# block 1

**Block 1: wire density map**

Drawn at 2 px/um. The die is cut into 29 by 20 equal tiles; dark blue is low, red is high, scaled to the fullest tile. Values are wire area over tile area, all layers added.
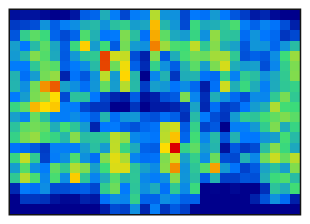
## src/rtl/door_lock_ctrl.sv

```systemverilog
// door_lock_ctrl: N_CH independent password lock channels with lockout and intrusion flag.
// Define AUTO_RELOCK_EN to build the closed-door auto relock timer.
module door_lock_ctrl #(
  parameter int              N_CH           = 4,
  parameter int              PW_W           = 17,
  parameter logic [PW_W-1:0] DEFAULT_PW     = 17'd45675,
  parameter int              MAX_FAIL       = 3,
  parameter int              LOCKOUT_CYCLES = 16,
  parameter int              RELOCK_CYCLES  = 64
) (
  input  logic                 clk,
  input  logic                 rst_n,
  input  logic [N_CH-1:0]      enter,
  input  logic [N_CH-1:0]      rs_button,
  input  logic [N_CH-1:0]      lock_button,
  input  logic [N_CH-1:0]      door_state,
  input  logic [N_CH*PW_W-1:0] in_password,
  input  logic [N_CH*PW_W-1:0] chg_password,
  output logic [N_CH-1:0]      unlock,
  output logic [N_CH-1:0]      lockout,
  output logic [N_CH-1:0]      pw_changed,
  output logic [N_CH-1:0]      intrusion
);

  localparam int FW    = $clog2(MAX_FAIL + 1);
  localparam int T_MAX = (LOCKOUT_CYCLES > RELOCK_CYCLES) ?
                         LOCKOUT_CYCLES : RELOCK_CYCLES;
  localparam int TW    = $clog2(T_MAX + 1);

  localparam logic [FW-1:0] FAIL_LIM = FW'(MAX_FAIL);
  localparam logic [FW-1:0] F_ONE    = FW'(1);
  localparam logic [TW-1:0] LO_LOAD  = TW'(LOCKOUT_CYCLES);
  localparam logic [TW-1:0] T_ONE    = TW'(1);
`ifdef AUTO_RELOCK_EN
  localparam logic [TW-1:0] RL_LOAD  = TW'(RELOCK_CYCLES);
`endif

  typedef enum logic [1:0] {
    LOCKED   = 2'd0,
    UNLOCKED = 2'd1,
    LOCKOUT  = 2'd2
  } state_t;

  for (genvar i = 0; i < N_CH; i++) begin : g_ch
    state_t          st_q, st_d;
    logic [PW_W-1:0] pw_q, pw_d;
    logic [FW-1:0]   fc_q, fc_d;
    logic [TW-1:0]   tm_q, tm_d;
    logic            en_q;
    logic            chg_q, chg_d;
    logic            intr_q, intr_d;
    logic            ev, match, clr;
    logic            armed;

    assign ev    = enter[i] & ~en_q;
    assign match = (in_password[i*PW_W +: PW_W] == pw_q);
    assign armed = (st_q != UNLOCKED);

    // next-state, password store, fail counter and timer
    always_comb begin
      st_d  = st_q;
      pw_d  = pw_q;
      fc_d  = fc_q;
      tm_d  = tm_q;
      chg_d = 1'b0;
      clr   = 1'b0;
      unique case (st_q)
        LOCKED: begin
          if (ev) begin
            if (match && rs_button[i]) begin
              pw_d  = chg_password[i*PW_W +: PW_W];
              chg_d = 1'b1;
              fc_d  = '0;
            end else if (match) begin
              st_d = UNLOCKED;
              fc_d = '0;
              clr  = 1'b1;
`ifdef AUTO_RELOCK_EN
              tm_d = RL_LOAD;
`endif
            end else if (fc_q + F_ONE == FAIL_LIM) begin
              st_d = LOCKOUT;
              tm_d = LO_LOAD;
              fc_d = '0;
            end else begin
              fc_d = fc_q + F_ONE;
            end
          end
        end
        UNLOCKED: begin
          if (lock_button[i]) begin
            st_d = LOCKED;
`ifdef AUTO_RELOCK_EN
          end else if (door_state[i]) begin
            tm_d = RL_LOAD;
          end else if (tm_q == T_ONE) begin
            st_d = LOCKED;
            tm_d = '0;
          end else begin
            tm_d = tm_q - T_ONE;
`endif
          end
        end
        LOCKOUT: begin
          if (tm_q == T_ONE) begin
            st_d = LOCKED;
            tm_d = '0;
          end else begin
            tm_d = tm_q - T_ONE;
          end
        end
        default: begin
          st_d = LOCKED;
        end
      endcase
      intr_d = (intr_q | (door_state[i] & armed)) & ~clr;
    end

    // channel state registers
    always_ff @(posedge clk or negedge rst_n) begin
      if (!rst_n) begin
        st_q   <= LOCKED;
        pw_q   <= DEFAULT_PW;
        fc_q   <= '0;
        tm_q   <= '0;
        en_q   <= 1'b0;
        chg_q  <= 1'b0;
        intr_q <= 1'b0;
      end else begin
        st_q   <= st_d;
        pw_q   <= pw_d;
        fc_q   <= fc_d;
        tm_q   <= tm_d;
        en_q   <= enter[i];
        chg_q  <= chg_d;
        intr_q <= intr_d;
      end
    end

    assign unlock[i]     = (st_q == UNLOCKED);
    assign lockout[i]    = (st_q == LOCKOUT);
    assign pw_changed[i] = chg_q;
    assign intrusion[i]  = intr_q;
  end

endmodule
```

## config.mk

```make
export PLATFORM = sky130hd
export DESIGN_NAME = door_lock_ctrl
export DESIGN_NICKNAME = d
export VERILOG_FILES = /design/src/rtl/door_lock_ctrl.sv
export SDC_FILE = /design/constraint.sdc
export NUM_CORES = 1
export LEC_CHECK = 0
export CAP_MARGIN = 40
export CORE_ASPECT_RATIO = 0.7
export CORE_MARGIN = 1
export CORE_UTILIZATION = 44
export DETAILED_ROUTE_END_ITERATION = 12
export GPL_TIMING_DRIVEN = 0
export PLACE_DENSITY = 0.77
export SYNTH_ARGS = -nofsm -noshare
export SYNTH_HDL_FRONTEND = slang
export SYNTH_SLANG_ARGS = --single-unit
```

## constraint.sdc

```tcl
create_clock -name clk -period 2.3 [get_ports clk]
set_input_delay 0.46 -clock clk [delete_from_list [all_inputs] [get_ports clk]]
set_output_delay 0.46 -clock clk [all_outputs]
set_load 0.05 [all_outputs]
```

==> run_results.csv <==
group,metric,value,unit
status,outcome,"finished, final reports clean",
clock_tree,cts_max_path_buffers,2,
worst_setup_path,path_max_fanout,4,
finish,area_growth,48.4,%
worst_setup_path,required,2590,ps
finish,regMostFlops,"g_ch.pw_q",
finish,comb_area_frac,0.335,
finish,comb_area,3130,um2
finish,flop-count,124,
logic_synthesis,ys_cells,543,
finish,antenna_cells,0,
logic_synthesis,ys_async_sr_fraction,1.00,
logic_synthesis,syn_area,6290,um2
logic_synthesis,synthesis.nets,705,
finish,top_regs,"g_ch.pw_q: 68 flops, g_ch.tm_q: 28 flops",
sta,fmax,436,MHz
routing,drt_iter0_drc,187,
sta,setup_viol,0,
global_routing,grt_antenna_before_repair,0,
sta,tns,0,ps
worst_setup_path,critical_path_class,"in -> reg",
power,power.leakage,4.06,nW
worst_setup_path,timing.rr.end,"g_ch[1].pw_q[2]$_DFFE_PN0P_",
worst_setup_path,start_kind,"input port",
## Picture notes: 'wire density map' of block 1
nearly empty tiles = 7.6%
tiles over half the peak = 21%
fullest tile = 0.51
gr usage total: 0.219
final wirelength: 15.9 mm
total number of vias: 4940


# block 2

===== src/rtl/reg_file_write_queue.sv =====
// Writeback queue: merges ALU and load results into a DEPTH-entry FIFO drained onto RW/PW/LE.
// Latency: a request accepted at edge N into an empty queue drives LE after edge N+1; one write per cycle.
// Backpressure: stall when fewer than two free slots; excess requests are dropped (load first) and flagged.
module reg_file_write_queue #(
    parameter int DEPTH = 4,
    parameter int AW    = 5,
    parameter int DW    = 32
) (
    input  logic                     clk,
    input  logic                     rst_n,
    input  logic                     alu_valid,
    input  logic [AW-1:0]            alu_rd,
    input  logic [DW-1:0]            alu_data,
    input  logic                     ld_valid,
    input  logic [AW-1:0]            ld_rd,
    input  logic [DW-1:0]            ld_data,
    input  logic [AW-1:0]            RA,
    input  logic [AW-1:0]            RB,
    input  logic [AW-1:0]            RC,
    output logic [AW-1:0]            RW,
    output logic [DW-1:0]            PW,
    output logic                     LE,
    output logic                     stall,
    output logic                     hazA,
    output logic                     hazB,
    output logic                     hazC,
    output logic [$clog2(DEPTH):0]   count,
    output logic                     overflow
);

    localparam int PTR_W = $clog2(DEPTH);
    localparam int CW    = PTR_W + 1;
    localparam logic [CW-1:0] DEPTH_C = CW'(DEPTH);

    logic [AW-1:0]    mem_rd_q  [DEPTH];
    logic [DW-1:0]    mem_dat_q [DEPTH];
    logic [PTR_W-1:0] rd_ptr_q, rd_ptr_d;
    logic [PTR_W-1:0] wr_ptr_q, wr_ptr_d;
    logic [CW-1:0]    count_q, count_d;
    logic             ovf_q, ovf_d;
    logic [AW-1:0]    rw_q;
    logic [DW-1:0]    pw_q;
    logic             le_q;

    logic             pop;
    logic             alu_req, ld_req;
    logic             alu_acc, ld_acc;
    logic [CW-1:0]    free_slots;
    logic [CW-1:0]    n_acc;
    logic [PTR_W-1:0] ld_slot;

    assign pop     = (count_q != '0);
    assign alu_req = alu_valid && (alu_rd != '0);
    assign ld_req  = ld_valid && (ld_rd != '0);

    // The head leaving this edge frees its slot for an incoming entry.
    assign free_slots = DEPTH_C - count_q + CW'(pop);
    assign alu_acc    = alu_req && (free_slots != '0);
    assign ld_acc     = ld_req && (free_slots >= (alu_acc ? CW'(2) : CW'(1)));
    assign n_acc      = CW'(alu_acc) + CW'(ld_acc);
    assign ld_slot    = alu_acc ? (wr_ptr_q + PTR_W'(1)) : wr_ptr_q;

    assign count_d  = count_q - CW'(pop) + n_acc;
    assign rd_ptr_d = rd_ptr_q + PTR_W'(pop);
    assign wr_ptr_d = wr_ptr_q + PTR_W'(n_acc);
    assign ovf_d    = ovf_q | (alu_req & ~alu_acc) | (ld_req & ~ld_acc);

    always_ff @(posedge clk) begin
        if (alu_acc) begin
            mem_rd_q[wr_ptr_q]  <= alu_rd;
            mem_dat_q[wr_ptr_q] <= alu_data;
        end
        if (ld_acc) begin
            mem_rd_q[ld_slot]  <= ld_rd;
            mem_dat_q[ld_slot] <= ld_data;
        end
    end

    always_ff @(posedge clk or negedge rst_n) begin
        if (!rst_n) begin
            rd_ptr_q <= '0;
            wr_ptr_q <= '0;
            count_q  <= '0;
            ovf_q    <= 1'b0;
            rw_q     <= '0;
            pw_q     <= '0;
            le_q     <= 1'b0;
        end else begin
            rd_ptr_q <= rd_ptr_d;
            wr_ptr_q <= wr_ptr_d;
            count_q  <= count_d;
            ovf_q    <= ovf_d;
            le_q     <= pop;
            if (pop) begin
                rw_q <= mem_rd_q[rd_ptr_q];
                pw_q <= mem_dat_q[rd_ptr_q];
            end
        end
    end

    // An entry is live when its distance from the head is below the fill level.
    logic             hit_a, hit_b, hit_c;
    logic [PTR_W-1:0] offs;
    logic             ent_vld;

    always_comb begin
        hit_a   = 1'b0;
        hit_b   = 1'b0;
        hit_c   = 1'b0;
        offs    = '0;
        ent_vld = 1'b0;
        for (int i = 0; i < DEPTH; i++) begin
            offs    = PTR_W'(i) - rd_ptr_q;
            ent_vld = ({1'b0, offs} < count_q);
            if (ent_vld && (mem_rd_q[i] == RA)) hit_a = 1'b1;
            if (ent_vld && (mem_rd_q[i] == RB)) hit_b = 1'b1;
            if (ent_vld && (mem_rd_q[i] == RC)) hit_c = 1'b1;
        end
    end

    assign hazA = (RA != '0) && (hit_a || (le_q && (rw_q == RA)));
    assign hazB = (RB != '0) && (hit_b || (le_q && (rw_q == RB)));
    assign hazC = (RC != '0) && (hit_c || (le_q && (rw_q == RC)));

    assign stall    = (count_q >= DEPTH_C - CW'(1));
    assign count    = count_q;
    assign overflow = ovf_q;
    assign RW       = rw_q;
    assign PW       = pw_q;
    assign LE       = le_q;

endmodule


===== config.mk =====
export PLATFORM = sky130hd
export DESIGN_NAME = reg_file_write_queue
export DESIGN_NICKNAME = d
export VERILOG_FILES = /design/src/rtl/reg_file_write_queue.sv
export SDC_FILE = /design/constraint.sdc
export NUM_CORES = 1
export LEC_CHECK = 0
export CAP_MARGIN = 15
export CORE_MARGIN = 2
export CORE_UTILIZATION = 41
export CTS_CLUSTER_SIZE = 8
export DETAILED_ROUTE_END_ITERATION = 6
export PLACE_DENSITY = 0.71
export SLEW_MARGIN = 10
export SYNTH_ARGS = -nofsm -noshare
export SYNTH_HDL_FRONTEND = slang
export SYNTH_SLANG_ARGS = --single-unit

===== constraint.sdc =====
create_clock -name clk -period 4.81 [get_ports clk]
set_input_delay 0.481 -clock clk [delete_from_list [all_inputs] [get_ports clk]]
set_output_delay 0.481 -clock clk [all_outputs]
set_load 0.02 [all_outputs]

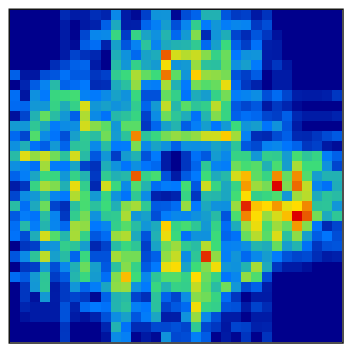
**Above:** block 2 (wire density map).
Drawn at 2 px/um. The die is cut into 33 by 33 equal tiles; dark blue is low, red is high, scaled to the fullest tile. Values are wire area over tile area, all layers added.
fullest tile = 0.49
nearly empty tiles = 16%
tiles over half the peak = 16%
emptiest ninth of the die = upper right
densest ninth of the die = middle right
gr usage total: 0.184
Avg WL per Cell: 20.3 um
total number of vias: 6384

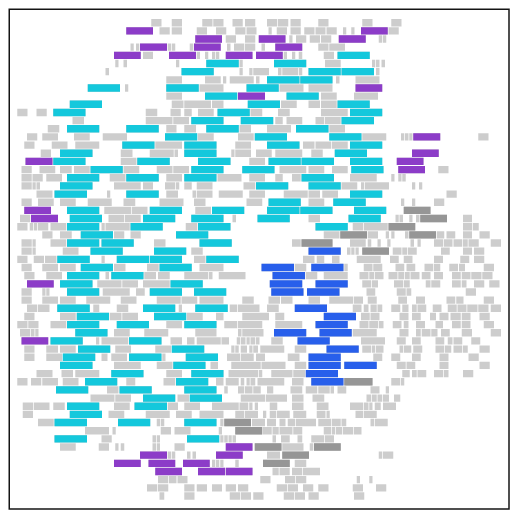
**Above:** block 2 (sequential cells colored by netlist name).
Drawn at 3 px/um. Other sequential cells in the stronger gray, the rest of the logic in the fainter gray.
mem_rd_q -> blue  # placed flops 20
PW -> purple  # placed flops 32, where all over the die
mem_dat_q -> cyan  # placed flops 128
not colored = 14

==> run_results.csv <==
group,metric,value,unit
logic_synthesis,ys_ff,194,
finish,fillers,2194,
worst_setup_path,arrival,3420,ps
logic_synthesis,synth_cell_types,44,
worst_setup_path,start_kind,"flop",
clock_tree,root_buffer,"clkbuf_16",
global_routing,grt_pass1_vias,6781,
floorplanning,io-pin-count,139,
sta,slew_violations,0,
worst_setup_path,crit_path_end,"hazC",
worst_setup_path,cp_top_family,"AND-OR/OR-AND gates",
power,internal_power,5.39,mW
finish,clkbuf_count,18,
finish,n_all_buffers,155,
worst_setup_path,critPathSlowestCell,"dfrtp_2",
clock_tree,insertion_delay,430,ps
global_routing,grt_antenna_before_repair,0,
status,outcome,"finished, final reports clean",
power,power.leakage,5.10,nW
logic_synthesis,ys_sh_simple,0.0723,
power,power,8.56,mW
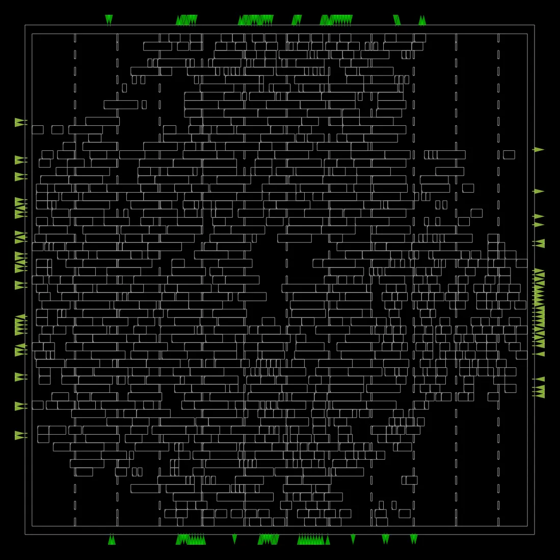
**Above:** block 2 (placement view).
flip-flops: 194
fin util: 0.505


# block 3

**Block 3: routed metal, one color a layer**

Drawn at 6 px/um. Two of the layers only.
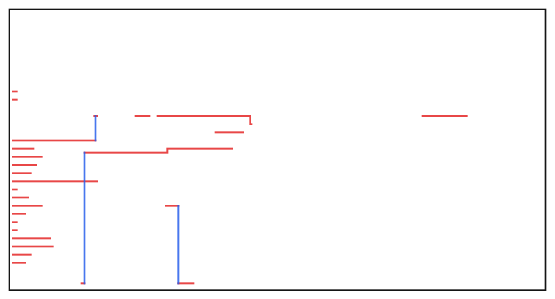
**Block 3: nets reached from selected ports**

Drawn at 6 px/um.
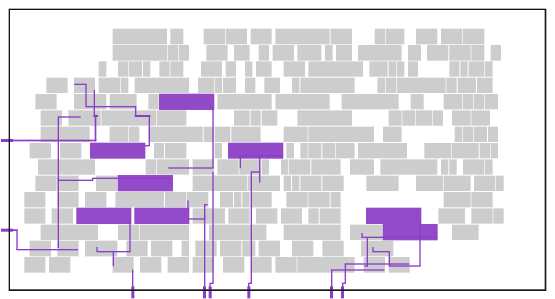
==> config.mk <==
export PLATFORM = sky130hd
export DESIGN_NAME = shared_reg_arbiter
export DESIGN_NICKNAME = d
export VERILOG_FILES = /design/src/rtl/shared_reg_arb_pkg.sv /design/src/rtl/shared_reg_arbiter_rr_pick.sv /design/src/rtl/shared_reg_arbiter.sv
export SDC_FILE = /design/constraint.sdc
export NUM_CORES = 1
export LEC_CHECK = 0
export CAP_MARGIN = 20
export CORE_ASPECT_RATIO = 0.5
export CORE_MARGIN = 2
export CORE_UTILIZATION = 48
export DETAILED_ROUTE_END_ITERATION = 10
export GPL_TIMING_DRIVEN = 0
export PLACE_DENSITY_LB_ADDON = 0.3
export REMOVE_ABC_BUFFERS = 1
export SYNTH_ARGS = -nofsm -noshare
export SYNTH_HDL_FRONTEND = slang
export SYNTH_HIERARCHICAL = 1
export SYNTH_SLANG_ARGS = --single-unit
==> constraint.sdc <==
create_clock -name clk -period 8.8 [get_ports clk]
set_clock_uncertainty 0.2 [all_clocks]
set_input_delay 1.76 -clock clk [delete_from_list [all_inputs] [get_ports clk]]
set_output_delay 1.76 -clock clk [all_outputs]
set_load 0.02 [all_outputs]
==> src/rtl/shared_reg_arb_pkg.sv <==
// shared_reg_arb_pkg: shared types, defaults and index helper for the shared-register arbiter.
package shared_reg_arb_pkg;
  typedef enum logic [1:0] {ST_IDLE = 2'd0, ST_GRANT = 2'd1, ST_COMMIT = 2'd2} state_e;
  localparam int DEF_CNT_W = 8;
  localparam logic [7:0] DEF_RST_VAL = 8'h00;
  function automatic int mod_inc(input int i, input int n);
    return (i + 1 >= n) ? 0 : i + 1;
  endfunction
endpackage

==> src/rtl/shared_reg_arbiter_rr_pick.sv <==
// rr_pick: combinational round-robin one-hot picker starting the search just after last.
module rr_pick import shared_reg_arb_pkg::*; #(
  parameter int N = 4,
  parameter int W = $clog2(N)
) (
  input  logic [N-1:0] req,
  input  logic [W-1:0] last,
  output logic [N-1:0] onehot,
  output logic [W-1:0] idx
);
  always_comb begin
    logic [W-1:0] j;
    logic found;
    onehot = '0;
    idx = '0;
    found = 1'b0;
    j = last;
    for (int k = 0; k < N; k++) begin
      j = W'(mod_inc(int'(j), N));
      if (req[j] && !found) begin
        onehot[j] = 1'b1;
        idx = j;
        found = 1'b1;
      end
    end
  end
endmodule

==> src/rtl/shared_reg_arbiter.sv <==
// shared_reg_arbiter: single-driver round-robin write controller for one shared register
// with a req/grant/ack handshake and a saturating contention counter.
module shared_reg_arbiter import shared_reg_arb_pkg::*; #(
  parameter int N_REQ = 4,
  parameter int DATA_W = 8,
  parameter int CNT_W = DEF_CNT_W,
  parameter logic [DATA_W-1:0] RST_VAL = DATA_W'(DEF_RST_VAL)
) (
  input  logic                    clk,
  input  logic                    rst,
  input  logic [N_REQ-1:0]        req,
  input  logic [N_REQ*DATA_W-1:0] wdata,
  input  logic                    clr_stat,
  output logic [N_REQ-1:0]        grant,
  output logic [N_REQ-1:0]        ack,
  output logic [DATA_W-1:0]       reg_q,
  output logic                    busy,
  output logic [CNT_W-1:0]        contention_cnt
);
  localparam int W = $clog2(N_REQ);
  localparam logic [1:0] IDLE = ST_IDLE;
  localparam logic [1:0] GRANT = ST_GRANT;
  localparam logic [1:0] COMMIT = ST_COMMIT;
  logic [1:0] state_q, state_d;
  logic [W-1:0] win_q, win_d, last_q, last_d, pick_idx;
  logic [N_REQ-1:0] pick_oh, win_oh;
  logic [DATA_W-1:0] data_q, data_d, lane;
  logic [CNT_W-1:0] cnt_q, cnt_d;
  rr_pick #(.N(N_REQ), .W(W)) u_pick (
    .req(req),
    .last(last_q),
    .onehot(pick_oh),
    .idx(pick_idx)
  );
  assign win_oh = N_REQ'(1) << win_q;
  assign lane = wdata[int'(win_q)*DATA_W +: DATA_W];
  // Abort, COMMIT and any illegal encoding all fall through to IDLE.
  always_comb begin
    state_d = IDLE;
    win_d = win_q;
    last_d = last_q;
    data_d = data_q;
    if (state_q == IDLE) begin
      state_d = |pick_oh ? GRANT : IDLE;
      win_d = |pick_oh ? pick_idx : win_q;
    end else if (state_q == GRANT && req[win_q]) begin
      state_d = COMMIT;
      data_d = lane;
      last_d = win_q;
    end
    cnt_d = clr_stat ? '0
          : (state_q == IDLE && $countones(req) >= 2 && cnt_q != '1) ? cnt_q + 1'b1
          : cnt_q;
  end
  always_ff @(posedge clk or posedge rst) begin
    if (rst) begin
      state_q <= IDLE;
      win_q <= '0;
      last_q <= W'(N_REQ - 1);
      data_q <= RST_VAL;
      cnt_q <= '0;
    end else begin
      state_q <= state_d;
      win_q <= win_d;
      last_q <= last_d;
      data_q <= data_d;
      cnt_q <= cnt_d;
    end
  end
  assign grant = (state_q == GRANT) ? win_oh : '0;
  assign ack = (state_q == COMMIT) ? win_oh : '0;
  assign busy = state_q != IDLE;
  assign reg_q = data_q;
  assign contention_cnt = cnt_q;
endmodule

==> run_results.csv <==
group,metric,value,unit
finish,final_cell_mix,"63 x clkdlybuf4s50_1, 20 x dfrtp_1, 12 x inv_1, 12 x nor2_1, 11 x a21oi_1",
global_routing,grt_overflow,0,
floorplanning,rows,15,
global_routing,busiest_layer,"met2",
logic_synthesis,ff_type,"dfrtp_1",
hold_path,hp-class,"reg -> reg",
worst_setup_path,critPathSlowestCell,"clkdlybuf4s50_1",
routing,met3_length,135,um
status,outcome,"finished, final reports clean",
logic_synthesis,yosys-top-cells-area,"dfrtp_1 29%, mux2_4 7.8%, mux4_1 7.6%, mux4_2 6.5%, ha_1 5.8%",
run,log.warning_count,31,
hold_path,min_delay_worst_endpoint,"reg_q[1]$_DFFE_PP0P_",
power,power.group.top,"combinational logic",
sta,setup_viol,0,
logic_synthesis,yosysSeqAreaShare,0.318,
power,internal_power,0.442,mW
worst_setup_path,worst-path-buf-inv,1,
power,pg_clk,0.0926,mW
floorplanning,die-area,4150,um2
global_routing,grt_antenna_before_repair,0,
global_routing,globalRouteMet2Util,0.381,
global_routing,grt_pass1_vias,1465,
logic_synthesis,ys_area,1740,um2
finish,inverters,12,
finish,final_common_cell,"clkdlybuf4s50_1",
hold_path,min-delay-start,"reg_q[1]$_DFFE_PP0P_",
sta,hold_viol,0,
routing,drt_iter0_drc,80,
logic_synthesis,ys_sh_aoi,0.152,
## Picture notes: 'routed metal, one color a layer' of block 3
metal 4 -> blue  # wire length 38.8 um
metal 3 -> red  # wire length 135 um
Avg WL per Cell: 14.9 um
gr usage total: 0.210
final wirelength: 4.00 mm
total number of vias: 1487

## Picture notes: 'nets reached from selected ports' of block 3
reg_q -> purple  # bits 8, direction output, end cells 8, buffers 8, wire 276 um
IO Count: 64
IO Port Bufs: 63


# block 4

**Block 4: routed metal, one color a layer**

Drawn at 4 px/um. Two of the layers only.
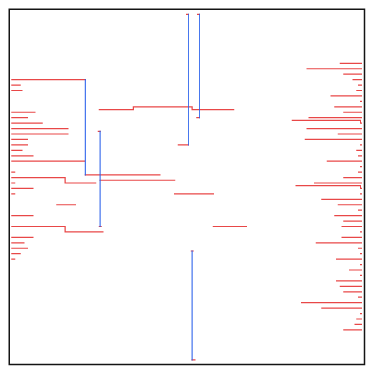
**Block 4: nets reached from selected ports**

Drawn at 6 px/um.
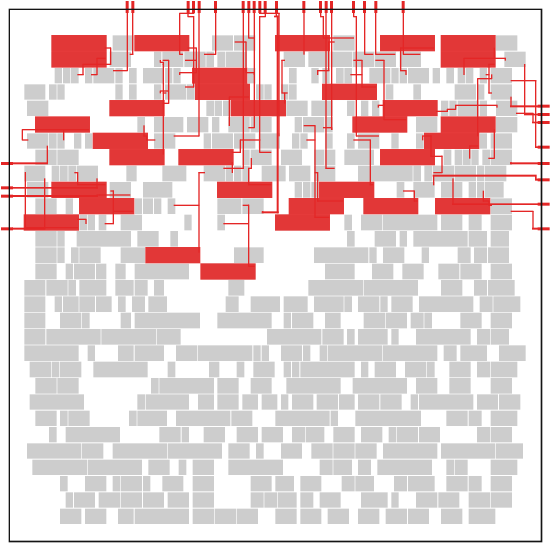
**Block 4: sequential cells colored by netlist name**

Drawn at 6 px/um. Other sequential cells in the stronger gray, the rest of the logic in the fainter gray.
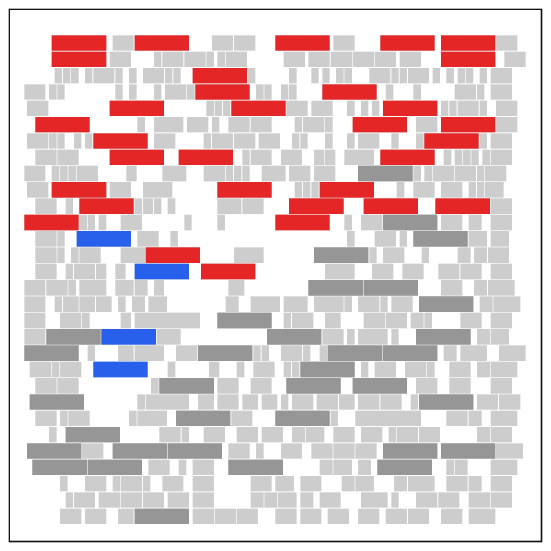
==> config.mk <==
export PLATFORM = sky130hd
export DESIGN_NAME = if_id_pipe_reg
export DESIGN_NICKNAME = d
export VERILOG_FILES = /design/src/rtl/if_id_pipe_reg.sv
export SDC_FILE = /design/constraint.sdc
export NUM_CORES = 1
export LEC_CHECK = 0
export CAP_MARGIN = 20
export CORE_MARGIN = 2
export CORE_UTILIZATION = 42
export CTS_CLUSTER_SIZE = 14
export DETAILED_ROUTE_END_ITERATION = 10
export GPL_TIMING_DRIVEN = 0
export PLACE_DENSITY = 0.82
export SLEW_MARGIN = 20
export SYNTH_ARGS = -nofsm -noshare
export SYNTH_HDL_FRONTEND = slang
export SYNTH_SLANG_ARGS = --single-unit
==> constraint.sdc <==
create_clock -name Clk -period 2.61 [get_ports Clk]
set_input_delay 0.522 -clock Clk [delete_from_list [all_inputs] [get_ports Clk]]
set_output_delay 0.522 -clock Clk [all_outputs]
set_load 0.05 [all_outputs]
==> src/rtl/if_id_pipe_reg.sv <==
// IF/ID pipeline register with hold/flush control, valid tracking, decoded fields and stall watchdog.
// Define IF_ID_PERF_EN to add the BubbleTotal/StallTotal performance counters.
module if_id_pipe_reg #(
  parameter int DATA_W    = 32,
  parameter int MAX_STALL = 15,
  parameter int CNT_W     = 4
) (
  input  logic              Clk,
  input  logic              Rst,
  input  logic [DATA_W-1:0] Instruction,
  input  logic [DATA_W-1:0] PCAddResult,
  input  logic              IF_ID_Write,
  input  logic              flush,
  output logic [DATA_W-1:0] IF_ID_Instruction,
  output logic [DATA_W-1:0] IF_ID_PCAddResult,
  output logic              IF_ID_Valid,
  output logic [5:0]        OpCode,
  output logic [4:0]        IF_ID_Rs,
  output logic [4:0]        IF_ID_Rt,
  output logic [4:0]        IF_ID_Rd,
  output logic [CNT_W-1:0]  StallCount,
`ifdef IF_ID_PERF_EN
  output logic [31:0]       BubbleTotal,
  output logic [31:0]       StallTotal,
`endif
  output logic              StallTimeout
);

  localparam logic [CNT_W-1:0] CNT_SAT   = '1;
  localparam logic [CNT_W-1:0] STALL_LIM = CNT_W'(MAX_STALL);

  logic             holdEdge;
  logic [CNT_W-1:0] stallInc;

  assign holdEdge = IF_ID_Write && !flush;
  assign stallInc = (StallCount == CNT_SAT) ? StallCount : StallCount + 1'b1;

  // Flush outranks hold: a held instruction is wrong-path once a branch is taken.
  always_ff @(posedge Clk or negedge Rst) begin
    if (!Rst) begin
      IF_ID_Instruction <= '0;
      IF_ID_PCAddResult <= '0;
      IF_ID_Valid       <= 1'b0;
      StallCount        <= '0;
    end else if (flush) begin
      IF_ID_Instruction <= '0;
      IF_ID_PCAddResult <= PCAddResult;
      IF_ID_Valid       <= 1'b0;
      StallCount        <= '0;
    end else if (IF_ID_Write) begin
      StallCount        <= stallInc;
    end else begin
      IF_ID_Instruction <= Instruction;
      IF_ID_PCAddResult <= PCAddResult;
      IF_ID_Valid       <= 1'b1;
      StallCount        <= '0;
    end
  end

  // Sticky until reset so a debugger can see a past runaway stall.
  always_ff @(posedge Clk or negedge Rst) begin
    if (!Rst) begin
      StallTimeout <= 1'b0;
    end else if (holdEdge && stallInc == STALL_LIM) begin
      StallTimeout <= 1'b1;
    end
  end

`ifdef IF_ID_PERF_EN
  always_ff @(posedge Clk or negedge Rst) begin
    if (!Rst) begin
      BubbleTotal <= '0;
      StallTotal  <= '0;
    end else begin
      if (flush)    BubbleTotal <= BubbleTotal + 32'd1;
      if (holdEdge) StallTotal  <= StallTotal + 32'd1;
    end
  end
`endif

  // Bubbles present zeroed fields so register-0 matches never look like real sources.
  assign OpCode   = IF_ID_Valid ? IF_ID_Instruction[31:26] : 6'd0;
  assign IF_ID_Rs = IF_ID_Valid ? IF_ID_Instruction[25:21] : 5'd0;
  assign IF_ID_Rt = IF_ID_Valid ? IF_ID_Instruction[20:16] : 5'd0;
  assign IF_ID_Rd = IF_ID_Valid ? IF_ID_Instruction[15:11] : 5'd0;

endmodule
==> run_results.csv <==
group,metric,value,unit
finish,antenna_cells,0,
status,outcome,"finished, final reports clean",
finish,logic_gate_count,204,
finish,layout-drive-gt1-share,0.0684,
worst_setup_path,arrival,1820,ps
power,internal_power,1.98,mW
finish,comb_area_frac,0.223,
sta,setup_slack,265,ps
global_routing,grt_pass1_wl,11.9,mm
finish,largest_cell_class,"sequential cells",
logic_synthesis,yosysWarnings,0,
placement,gp_congestion,0.747,
finish,comb_area,1090,um2
power,pg_clk,0.913,mW
finish,n_all_buffers,176,
logic_synthesis,syn_inst,296,
power,ir_drop,0.361,mV
logic_synthesis,synthTopLogicFamily,"simple AND/OR/NAND/NOR gates",
floorplanning,die-width,88.5,um
global_routing,busiest_layer,"met2",
worst_setup_path,crit_start,"IF_ID_Valid$_DFFE_PN0N_",
sta,tns,0,ps
routing,drtAntennaViolNets,0,
power,seq_power,1.20,mW
sta,finClkSkew,0.691,ps
sta,relSlewSlack,0.634,
floorplanning,rows,30,
Notes on 'routed metal, one color a layer' of block 4 above:
metal 4 -> blue  # wire length 133 um
metal 3 -> red  # wire length 539 um

Notes on 'nets reached from selected ports' of block 4 above:
IF_ID_PCAddResult -> red  # bits 32, direction output, end cells 32, buffers 32, wire 824 um

Notes on 'sequential cells colored by netlist name' of block 4 above:
IF_ID_PCAddResult -> red  # placed flops 32
StallCount -> blue  # placed flops 4, where middle left
fin util: 0.720
Seq area share: 0.356


Power and IR drop assume default switching activity.
